# block 1

**Block 1: clock distribution**

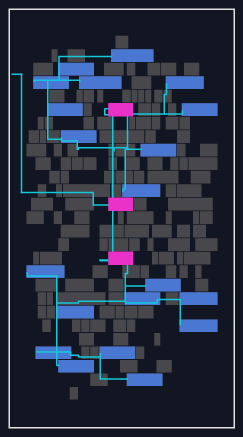

**config.mk**
```make
export PLATFORM = sky130hd
export DESIGN_NAME = nand4_exhaustive_tester
export DESIGN_NICKNAME = d
export VERILOG_FILES = /design/src/rtl/nand_test_pkg.sv /design/src/rtl/settle_timer.sv /design/src/rtl/nand4_exhaustive_tester.sv
export SDC_FILE = /design/constraint.sdc
export NUM_CORES = 1
export LEC_CHECK = 0
export CAP_MARGIN = 20
export CORE_AREA = 3 3 42 81
export CTS_CLUSTER_DIAMETER = 50
export DETAILED_ROUTE_END_ITERATION = 10
export DIE_AREA = 0 0 45 84
export GPL_TIMING_DRIVEN = 0
export PLACE_DENSITY_LB_ADDON = 0.08
export SLEW_MARGIN = 40
export SYNTH_ARGS = -nofsm -noshare
export SYNTH_HDL_FRONTEND = slang
export SYNTH_SLANG_ARGS = --single-unit
```
**constraint.sdc**
```tcl
create_clock -name clk -period 1.3 [get_ports clk]
set_input_delay 0.13 -clock clk [delete_from_list [all_inputs] [get_ports clk]]
set_output_delay 0.13 -clock clk [all_outputs]
set_load 0.05 [all_outputs]
```
**src/rtl/nand_test_pkg.sv**
```systemverilog
// Shared definitions for the NAND exhaustive tester: FSM state encoding and a
// width helper for the settle counter.
package nand_test_pkg;

    typedef enum logic [1:0] {
        StIdle   = 2'd0,
        StSettle = 2'd1,
        StCheck  = 2'd2,
        StDone   = 2'd3
    } state_e;

    // Ceiling log2; clog2(1) is 0, so callers clamp the width to at least 1.
    function automatic int unsigned clog2(input int unsigned value);
        int unsigned bits;
        bits = 0;
        while ((64'd1 << bits) < 64'(value)) begin
            bits = bits + 1;
        end
        return bits;
    endfunction

endpackage

```
**src/rtl/settle_timer.sv**
```systemverilog
// Loadable down-counter that measures how long a vector has been held before
// it is sampled. expired is high once the loaded count has run out.
module settle_timer
    import nand_test_pkg::*;
#(
    parameter int unsigned CYCLES = 1
) (
    input  logic clk,
    input  logic rst_n,
    input  logic load,
    input  logic en,
    output logic expired
);

    localparam int unsigned CNT_W = (CYCLES > 1) ? clog2(CYCLES) : 1;
    localparam logic [CNT_W-1:0] LOAD_VAL = CNT_W'(CYCLES - 1);
    localparam logic [CNT_W-1:0] CNT_ONE = CNT_W'(1);

    logic [CNT_W-1:0] cnt;

    // Loading CYCLES-1 makes expired rise in the CYCLES-th enabled cycle.
    always_ff @(posedge clk) begin
        if (!rst_n) begin
            cnt <= '0;
        end else if (load) begin
            cnt <= LOAD_VAL;
        end else if (en && (cnt != '0)) begin
            cnt <= cnt - CNT_ONE;
        end
    end

    assign expired = (cnt == '0);

endmodule

```
**src/rtl/nand4_exhaustive_tester.sv**
```systemverilog
// Exhaustive stimulus/check stage for a WIDTH-input NAND: walks every input
// vector, samples the gate after SETTLE cycles and reports sweep results.
module nand4_exhaustive_tester
    import nand_test_pkg::*;
#(
    parameter int unsigned WIDTH  = 4,
    parameter int          SETTLE = 1
) (
    input  logic             clk,
    input  logic             rst_n,
    input  logic             start,
    output logic [WIDTH-1:0] vec_o,
    input  logic             y_i,
    output logic             busy,
    output logic             done,
    output logic             pass,
    output logic [WIDTH:0]   err_cnt,
    output logic [WIDTH-1:0] first_fail_vec,
    output logic             first_fail_valid
);

    if (SETTLE < 1) begin : g_bad_settle
        $error("SETTLE must be at least 1");
    end

    localparam int unsigned SETTLE_CYC = (SETTLE < 1) ? 1 : SETTLE;
    localparam logic [WIDTH-1:0] VEC_ONE = WIDTH'(1);
    localparam logic [WIDTH:0]   ERR_ONE = (WIDTH + 1)'(1);

    state_e state;
    logic   expected;
    logic   mismatch;
    logic   last_vec;
    logic   timer_load;
    logic   timer_en;
    logic   timer_expired;

    assign expected = ~&vec_o;
    assign mismatch = y_i ^ expected;
    assign last_vec = &vec_o;

    // Reload on every entry into SETTLE: sweep start and each vector advance.
    assign timer_load = ((state == StIdle) && start) || ((state == StCheck) && !last_vec);
    assign timer_en   = (state == StSettle);

    settle_timer #(
        .CYCLES (SETTLE_CYC)
    ) u_settle_timer (
        .clk     (clk),
        .rst_n   (rst_n),
        .load    (timer_load),
        .en      (timer_en),
        .expired (timer_expired)
    );

    always_ff @(posedge clk) begin
        if (!rst_n) begin
            state            <= StIdle;
            vec_o            <= '0;
            busy             <= 1'b0;
            done             <= 1'b0;
            pass             <= 1'b0;
            err_cnt          <= '0;
            first_fail_vec   <= '0;
            first_fail_valid <= 1'b0;
        end else begin
            unique case (state)
                StIdle: begin
                    done <= 1'b0;
                    if (start) begin
                        state            <= StSettle;
                        vec_o            <= '0;
                        busy             <= 1'b1;
                        pass             <= 1'b0;
                        err_cnt          <= '0;
                        first_fail_vec   <= '0;
                        first_fail_valid <= 1'b0;
                    end
                end
                StSettle: begin
                    if (timer_expired) begin
                        state <= StCheck;
                    end
                end
                StCheck: begin
                    if (mismatch) begin
                        err_cnt <= err_cnt + ERR_ONE;
                        if (!first_fail_valid) begin
                            first_fail_vec   <= vec_o;
                            first_fail_valid <= 1'b1;
                        end
                    end
                    if (last_vec) begin
                        // Final vector's own mismatch must count toward pass.
                        state <= StDone;
                        done  <= 1'b1;
                        busy  <= 1'b0;
                        pass  <= (err_cnt == '0) && !mismatch;
                        vec_o <= '0;
                    end else begin
                        state <= StSettle;
                        vec_o <= vec_o + VEC_ONE;
                    end
                end
                StDone: begin
                    done  <= 1'b0;
                    state <= StIdle;
                end
                default: begin
                    state <= StIdle;
                end
            endcase
        end
    end

endmodule
```
# block 2

`src/rtl/game_round_sequencer_pkg.sv`:
```
// Shared types and constants for the game round sequencer.
package game_round_sequencer_pkg;

  typedef enum logic [2:0] {
    StIdle,
    StGen,
    StArm,
    StPlay,
    StJudge,
    StReport,
    StDone
  } state_e;

  // Largest score a two-digit BCD display can show.
  localparam int unsigned BcdMax = 99;

endpackage

```
`src/rtl/game_round_sequencer_bcd_score_accum.sv`:
```
// Two-digit BCD score register with digit-wise add and saturation at 99.
module game_round_sequencer_bcd_score_accum
  import game_round_sequencer_pkg::*;
(
  input  logic       clk_i,
  input  logic       rst_ni,
  input  logic       clr_i,
  input  logic       add_en_i,
  input  logic [6:0] add_val_i,
  output logic [3:0] d10_o,
  output logic [3:0] d1_o
);

  logic [3:0] d10_q, d10_d, d1_q, d1_d;
  logic [3:0] add_d10, add_d1;
  logic [4:0] ones_sum, tens_sum;

  // Next score: clear wins over add; carry out of the tens digit saturates.
  always_comb begin
    add_d10  = 4'(add_val_i / 7'd10);
    add_d1   = 4'(add_val_i % 7'd10);
    ones_sum = {1'b0, d1_q} + {1'b0, add_d1};
    tens_sum = {1'b0, d10_q} + {1'b0, add_d10};
    if (ones_sum > 5'd9) begin
      ones_sum = ones_sum - 5'd10;
      tens_sum = tens_sum + 5'd1;
    end
    d10_d = d10_q;
    d1_d  = d1_q;
    if (clr_i) begin
      d10_d = '0;
      d1_d  = '0;
    end else if (add_en_i) begin
      if (tens_sum > 5'd9) begin
        d10_d = 4'(BcdMax / 10);
        d1_d  = 4'(BcdMax % 10);
      end else begin
        d10_d = tens_sum[3:0];
        d1_d  = ones_sum[3:0];
      end
    end
  end

  // Score digit registers.
  always_ff @(posedge clk_i or negedge rst_ni) begin
    if (!rst_ni) begin
      d10_q <= '0;
      d1_q  <= '0;
    end else begin
      d10_q <= d10_d;
      d1_q  <= d1_d;
    end
  end

  assign d10_o = d10_q;
  assign d1_o  = d1_q;

endmodule

```
`src/rtl/game_round_sequencer.sv`:
```
// Multi-round game controller: drives RNG/timer per round, accumulates a BCD score and
// hands it to Scoring with a req/ack handshake.
module game_round_sequencer
  import game_round_sequencer_pkg::*;
#(
  parameter int unsigned NumRounds  = 5,
  parameter int unsigned PtsCorrect = 10,
  parameter int unsigned RoundW     = 4
) (
  input  logic              clk_i,
  input  logic              rst_ni,
  input  logic              logged_in_i,
  input  logic              start_pulse_i,
  input  logic              answer_pulse_i,
  input  logic              answer_correct_i,
  input  logic              timeout_i,
  input  logic              score_ack_i,
  output logic              rng_gen_o,
  output logic              timer_reconfig_o,
  output logic              timer_enable_o,
  output logic [RoundW-1:0] round_num_o,
  output logic [3:0]        score_d10_o,
  output logic [3:0]        score_d1_o,
  output logic              score_req_o,
  output logic              busy_o,
  output logic              game_done_o
);

  state_e            state_q;
  logic [RoundW-1:0] round_q;
  logic              hit_q;
  logic              start_ok, logout, score_clr, score_add;

  assign start_ok  = start_pulse_i & logged_in_i & ((state_q == StIdle) || (state_q == StDone));
  // Losing the session aborts everything, including a pending score request.
  assign logout    = ~logged_in_i & (state_q != StIdle);
  assign score_clr = start_ok | logout;
  assign score_add = (state_q == StJudge) & hit_q;

  game_round_sequencer_bcd_score_accum u_score (
    .clk_i     (clk_i),
    .rst_ni    (rst_ni),
    .clr_i     (score_clr),
    .add_en_i  (score_add),
    .add_val_i (7'(PtsCorrect)),
    .d10_o     (score_d10_o),
    .d1_o      (score_d1_o)
  );

  // Round FSM plus round counter and latched answer result.
  always_ff @(posedge clk_i or negedge rst_ni) begin
    if (!rst_ni) begin
      state_q <= StIdle;
      round_q <= '0;
      hit_q   <= 1'b0;
    end else if (logout) begin
      state_q <= StIdle;
      round_q <= '0;
      hit_q   <= 1'b0;
    end else begin
      case (state_q)
        StIdle, StDone: begin
          if (start_ok) begin
            state_q <= StGen;
            round_q <= RoundW'(1);
          end
        end
        StGen:   state_q <= StArm;
        StArm:   state_q <= StPlay;
        StPlay: begin
          // An answer in the same cycle as a timeout takes priority.
          if (answer_pulse_i) begin
            hit_q   <= answer_correct_i;
            state_q <= StJudge;
          end else if (timeout_i) begin
            hit_q   <= 1'b0;
            state_q <= StJudge;
          end
        end
        StJudge: begin
          if (round_q == RoundW'(NumRounds)) begin
            state_q <= StReport;
          end else begin
            round_q <= round_q + RoundW'(1);
            state_q <= StGen;
          end
        end
        StReport: begin
          if (score_ack_i) state_q <= StDone;
        end
        default: state_q <= StIdle;
      endcase
    end
  end

  assign rng_gen_o        = (state_q == StGen);
  assign timer_reconfig_o = (state_q == StArm);
  assign timer_enable_o   = (state_q == StPlay);
  assign score_req_o      = (state_q == StReport);
  assign game_done_o      = (state_q == StDone);
  assign busy_o           = (state_q != StIdle) && (state_q != StDone);
  assign round_num_o      = round_q;

endmodule

```
`config.mk`:
```
export PLATFORM = sky130hd
export DESIGN_NAME = game_round_sequencer
export DESIGN_NICKNAME = d
export VERILOG_FILES = /design/src/rtl/game_round_sequencer_pkg.sv /design/src/rtl/game_round_sequencer_bcd_score_accum.sv /design/src/rtl/game_round_sequencer.sv
export SDC_FILE = /design/constraint.sdc
export NUM_CORES = 1
export LEC_CHECK = 0
export CORE_ASPECT_RATIO = 0.9
export CORE_MARGIN = 3
export CORE_UTILIZATION = 54
export DETAILED_ROUTE_END_ITERATION = 6
export PLACE_DENSITY = 0.84
export SLEW_MARGIN = 10
export SYNTH_ARGS = -nofsm -noshare
export SYNTH_HDL_FRONTEND = slang
export SYNTH_SLANG_ARGS = --single-unit
```
`constraint.sdc`:
```
create_clock -name clk_i -period 4.4 [get_ports clk_i]
set_clock_uncertainty 0.05 [all_clocks]
set_input_delay 0.44 -clock clk_i [delete_from_list [all_inputs] [get_ports clk_i]]
set_output_delay 0.44 -clock clk_i [all_outputs]
set_load 0.02 [all_outputs]
```
# block 3

$ cat src/rtl/button_conditioner.sv
// Three-bit push-button conditioner: 2-flop synchroniser, per-bit debounce FSM,
// registered clean levels plus one-cycle rise/fall pulses.
module button_conditioner #(
  parameter int unsigned DEBOUNCE_CYCLES = 16,
  parameter int unsigned CNT_W           = 5
) (
  input  logic       clk,
  input  logic       rst_n,
  input  logic [3:1] btn_raw,
  output logic [3:1] b,
  output logic [3:1] b_rise,
  output logic [3:1] b_fall
);

  typedef enum logic [1:0] {
    LOW     = 2'd0,
    WAIT_HI = 2'd1,
    HIGH    = 2'd2,
    WAIT_LO = 2'd3
  } state_t;

  localparam logic [CNT_W-1:0] CNT_MAX = CNT_W'(DEBOUNCE_CYCLES - 1);
  localparam logic [CNT_W-1:0] CNT_ONE = CNT_W'(1);

  logic [3:1]       s0, s1;
  state_t           state     [3:1];
  state_t           state_nxt [3:1];
  logic [CNT_W-1:0] cnt       [3:1];
  logic [CNT_W-1:0] cnt_nxt   [3:1];
  logic [3:1]       b_nxt, rise_nxt, fall_nxt;

  always_ff @(posedge clk or negedge rst_n) begin
    if (!rst_n) begin
      s0 <= '0;
      s1 <= '0;
    end else begin
      s0 <= btn_raw;
      s1 <= s0;
    end
  end

  always_ff @(posedge clk or negedge rst_n) begin
    if (!rst_n) begin
      for (int unsigned i = 1; i <= 3; i++) begin
        state[i] <= LOW;
        cnt[i]   <= '0;
      end
    end else begin
      for (int unsigned i = 1; i <= 3; i++) begin
        state[i] <= state_nxt[i];
        cnt[i]   <= cnt_nxt[i];
      end
    end
  end

  // The first qualifying cycle is the one that leaves LOW/HIGH, so the count starts at 1.
  always_comb begin
    for (int unsigned i = 1; i <= 3; i++) begin
      state_nxt[i] = state[i];
      cnt_nxt[i]   = '0;
      case (state[i])
        LOW: begin
          if (s1[i]) begin
            state_nxt[i] = WAIT_HI;
            cnt_nxt[i]   = CNT_ONE;
          end
        end
        WAIT_HI: begin
          if (!s1[i]) begin
            state_nxt[i] = LOW;
          end else if (cnt[i] == CNT_MAX) begin
            state_nxt[i] = HIGH;
          end else begin
            cnt_nxt[i] = cnt[i] + CNT_ONE;
          end
        end
        HIGH: begin
          if (!s1[i]) begin
            state_nxt[i] = WAIT_LO;
            cnt_nxt[i]   = CNT_ONE;
          end
        end
        WAIT_LO: begin
          if (s1[i]) begin
            state_nxt[i] = HIGH;
          end else if (cnt[i] == CNT_MAX) begin
            state_nxt[i] = LOW;
          end else begin
            cnt_nxt[i] = cnt[i] + CNT_ONE;
          end
        end
        default: begin
          state_nxt[i] = LOW;
        end
      endcase
    end
  end

  // Outputs are decoded from the next state and registered, so b never glitches.
  always_comb begin
    b_nxt    = '0;
    rise_nxt = '0;
    fall_nxt = '0;
    for (int unsigned i = 1; i <= 3; i++) begin
      b_nxt[i]    = (state_nxt[i] == HIGH) || (state_nxt[i] == WAIT_LO);
      rise_nxt[i] = (state[i] == WAIT_HI) && (state_nxt[i] == HIGH);
      fall_nxt[i] = (state[i] == WAIT_LO) && (state_nxt[i] == LOW);
    end
  end

  always_ff @(posedge clk or negedge rst_n) begin
    if (!rst_n) begin
      b      <= '0;
      b_rise <= '0;
      b_fall <= '0;
    end else begin
      b      <= b_nxt;
      b_rise <= rise_nxt;
      b_fall <= fall_nxt;
    end
  end

endmodule

$ cat config.mk
export PLATFORM = sky130hd
export DESIGN_NAME = button_conditioner
export DESIGN_NICKNAME = d
export VERILOG_FILES = /design/src/rtl/button_conditioner.sv
export SDC_FILE = /design/constraint.sdc
export NUM_CORES = 1
export LEC_CHECK = 0
export CAP_MARGIN = 40
export CORE_MARGIN = 3
export CORE_UTILIZATION = 40
export DETAILED_ROUTE_END_ITERATION = 10
export PLACE_DENSITY = 0.69
export SKIP_LAST_GASP = 1
export SLEW_MARGIN = 20
export SYNTH_ARGS = -nofsm -noshare
export SYNTH_HDL_FRONTEND = slang
export SYNTH_SLANG_ARGS = --single-unit
$ cat constraint.sdc
create_clock -name clk -period 2.2 [get_ports clk]
set_input_delay 0.44 -clock clk [delete_from_list [all_inputs] [get_ports clk]]
set_output_delay 0.44 -clock clk [all_outputs]
set_load 0.01 [all_outputs]

==> screenshots <==
Clock nets.
image #1
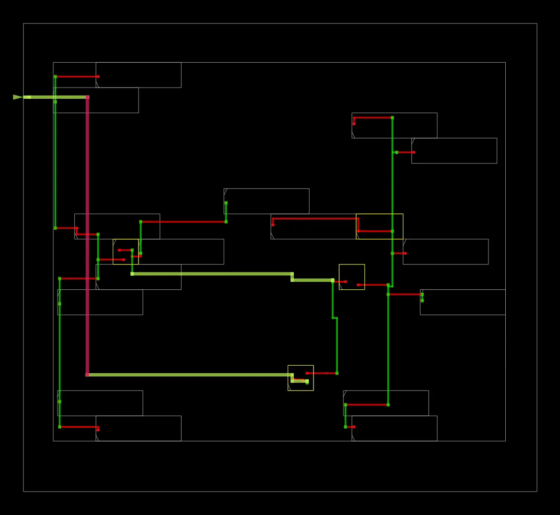
image #2
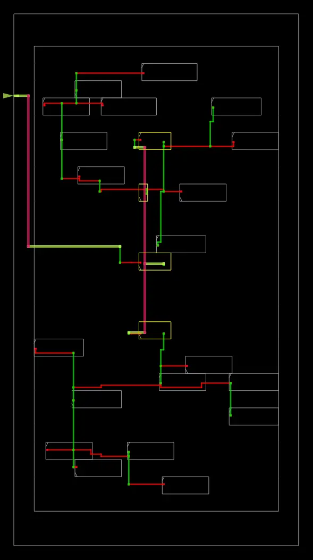
image #3
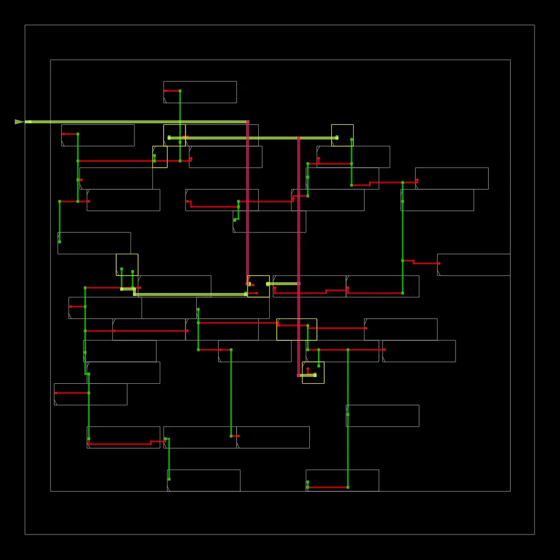
Image #2 comes from block 1.
Image #3 comes from block 3.
Image #1 comes from block 2.
Of these, most sequential cells: image #3

**Block 3: placed cells, one color a class**

Fill, decap, tap and diode cells in gray.
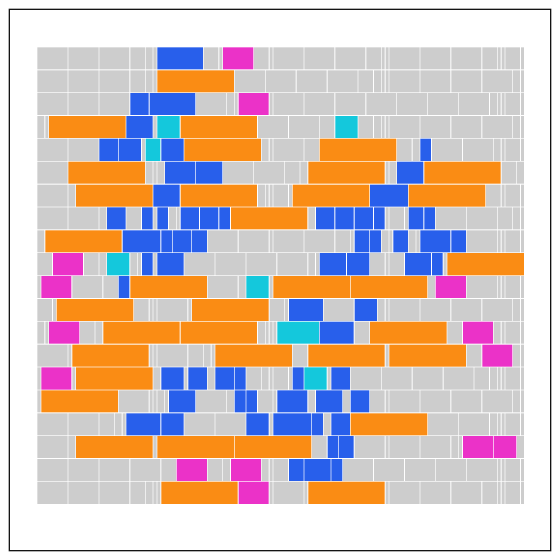
- remaining buffers and delay cells: magenta (cells 14; share of their area 9.0%)
- combinational and other logic: blue (cells 67; share of their area 30%)
- clock drivers and dummy loads: cyan (cells 7; share of their area 3.7%)
- sequential cells: orange (cells 35; share of their area 57%)

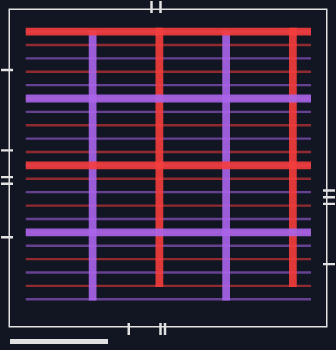
**Above:** block 3 (floorplan with the power grid).
The bar under the picture is 20 um long. Pins as bars on the die edge.
- VSS: purple
- VDD: red
- rows: 20
- met1 rails: 21
- signal pins: 14
- met4 straps: 4

==> CHANGELOG.md, block 3 <==
### Implementation results

* Cell total in the yosys stat output at ~100
* Post-CTS Repair Setup Buffers at 0
* Vias after detailed routing at around 800
* Core area at about 3200 um^2
* Critical path origin: b[2]
* Fraction of area in multi-input gates at between 20% and 30%
* Max-slew violations at 0
* Number of clock buffers in the layout at 6
* Largest cell class: flip-flops and latches
* Post-route DRC at 0
* Post-Syn Area at approximately 1400 um^2
* ClkCell Share at 3.55%
* Avg Cell Area, Syn at 13.0 um^2
* Die Y at between 60 and 70 um
* Largest net degree at the start of global routing at 36
* All-Layer GR Usage at between 10% and 20%
* Fmax achieved at ~580 MHz
* Run status: complete, no violations
* Comb area leader: simple AND/OR/NAND/NOR gates
* Fin cells at approximately 170
* Worst-path clk slew at 0.09 ns
* Seq_cells at 35
* Sequential fraction of total cell area at 55.2%
* # rows at 20
* End of the worst hold path: s1[2]
* Final #Nets at 131
* PortBufs at 13
* Pre-antenna DRT Iters at 4
* Number of synthesized register bits at 35
* Crit path max-delay cell type: clkdlybuf4s50_1
## block 3: registers in the layout (all words and copies together), names as in the netlist
signal and count:
cnt 15, b_rise 3, b 3, s0 3, s1 3, b_fall 3
state 5
## block 3: metal layers
layer | track usage (%) | share of wire, % | vias up
met1 | 13.1 | 45 | 390
met2 | 17.5 | 46 | 17
met3 | 5.98 | 5.2 | 7
met5 | 0 | 0 | -
li1 | - | - | 388
met4 | 7.12 | 3.7 | 0
## block 3: power breakdown
group / switching (mW) / internal [mW]
registers: 0.0133 / 0.658
logic: 0.0233 / 0.0199
clock network: 0.197 / 0.148
total: 0.233 / 0.826
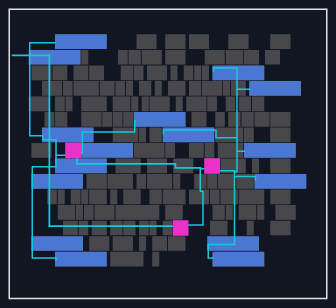
**Above:** block 2 (clock distribution).
- clock wires: cyan (length 249 um)
- flip-flops: blue (count 16)
- clock drivers: magenta (count 3)
- flops lie: spread over the die
- routed clock nets: 4
clock group share of total power: 16.3%
clk latency late pin: 0.29 ns
Clk. pwr: 99.1 uW

==> CHANGELOG.md, block 2 <==
### Implementation results

* Signal buf overhead at between 15 and 20%
* First-pass GRT wire length at just over 5000 um
* Yosys adder share at 6.34%
* Synth warnings at 0
* Worst Setup Path Type: flop to output pin
* ClkCell Share at 2.48%
* Critical path origin: state_q[1]
* Sw frac at approximately 42%
* Complex Gates by Area at 25.4%
* Die Y at around 50 um
* Comb area leader: AND-OR/OR-AND gates
* P&R area growth vs syn at 23.7%
* PortBufs at 25
* Maxcap violations at 0
* Ys async rst share at 100%
* Count leader, synth: dfrtp_1
* Maximum vdd drop at 0.290 mV
* Worst-path clk slew at approximately 0.1 ns
* # setup viols final at 0
* Run status: complete, no violations
* XOR/XNOR share of the synthesized area at roughly 2.9%
* Core area at 1990 um^2
* Routed met3 length at between 150 and 200 um
* Bufs and invs on worst path at 1
* PD cells at a little over 400 nW/um^2
* Post-route DRC at 0
* Final #Nets at 168
* Die W at approximately 55 um
* Post-synth top area cell: dfrtp_1
* Worst R2R End: u_score.d1_o[2]
[block 2: layout by cell type (no fill, tap or decap), drive strengths merged, types with 4 or more instances in the layout]
cell type	Yosys	final
clkdlybuf4s50	0	25
dfrtp	16	16
inv	9	9
nand2	9	9
o21ai	9	9
nor3	7	7
a21oi	7	7
nor2	6	6
ha	6	6
and3	4	4
and2	4	4
clkbuf	3	4
[block 2: registers in the layout (all words and copies together), names as in the netlist]
signal	count
round_num_o	4
u_score.d10_o	4
u_score.d1_o	4
state_q	3
hit_q	1
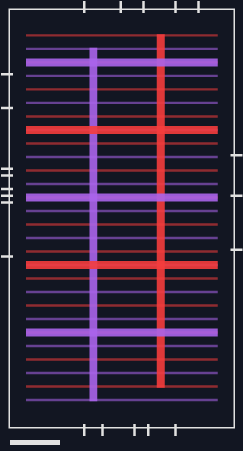
**Above:** block 1 (floorplan with the power grid).
The bar under the picture is 10 um long. Pins as bars on the die edge.
- VSS: purple
- VDD: red
- met4 straps: 2
- rows: 27
Die Y: 84 um
core area: 2840 um^2
Die W: 45 um
maximum vdd drop: 0.536 mV

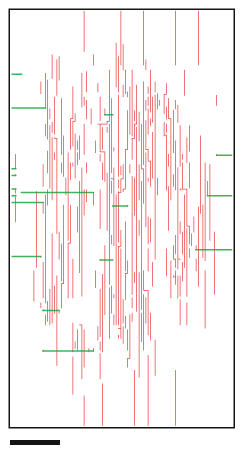
**Above:** block 1 (routed metal, one color a layer).
The bar under the picture is 10 um long. Two of the layers only.
- metal 2: red (wire length 1740 um)
- metal 3: green (wire length 73.1 um)
Routed WL: 3010 um
All-Layer GR Usage: 17.9%
vias after detailed routing: 1105
average wire per standard cell: 15.9 um

Notes on 'clock distribution' of block 1 above:
- clock wires: cyan (length 276 um)
- clock drivers: magenta (count 3)
- flip-flops: blue (count 20)
- flops lie: spread over the die
clock group share of total power: 27.8%
clock skew: 0.00601 ns
Clk. pwr: 427 uW
clk latency late pin: 0.26 ns

==> CHANGELOG.md, block 1 <==
### Implementation results

* Yosys adder share at 6.73%
* Vias in the first global route at roughly 1.1k
* Tap Count at 29
* Top cells, area: dfxtp_1, ha_1, nand3_1
* DPL Wire Length at 2190 um
* Crit-path max FO at 8
* Complex Gates by Area at between 10% and 20%
* Maxcap violations at 0
* Pre-antenna DRT Iters at 4
* Pre-CTS setup slack at -0.307 ns
* # setup viols final at 19
* Via density at 5.82
* Run status: finished, violations left
* Failing checks: setup timing
* Setup ws final at -0.119 ns
* Final worst-path cycle share at 109%
* Clock Sinks at 20
==> block 1: power breakdown <==
group	switching, mW	total [mW]	internal, mW
logic	0.255	0.466	0.210
clock network	0.209	0.427	0.218
registers	0.0139	0.644	0.630
==> block 1: cell usage in the layout (no fill, tap or decap), types with 5 or more instances in the layout <==
| master | count |
|---|---|
| a21oi_1 | 7 |
| buf_4 | 10 |
| nor2_1 | 6 |
| inv_1 | 5 |
| clkdlybuf4s15_1 | 5 |
| dfxtp_1 | 12 |
| dfxtp_2 | 6 |
| nand4_1 | 5 |
| nand3_1 | 13 |

Power figures rest on the tool's default switching activity, not on a simulated workload.
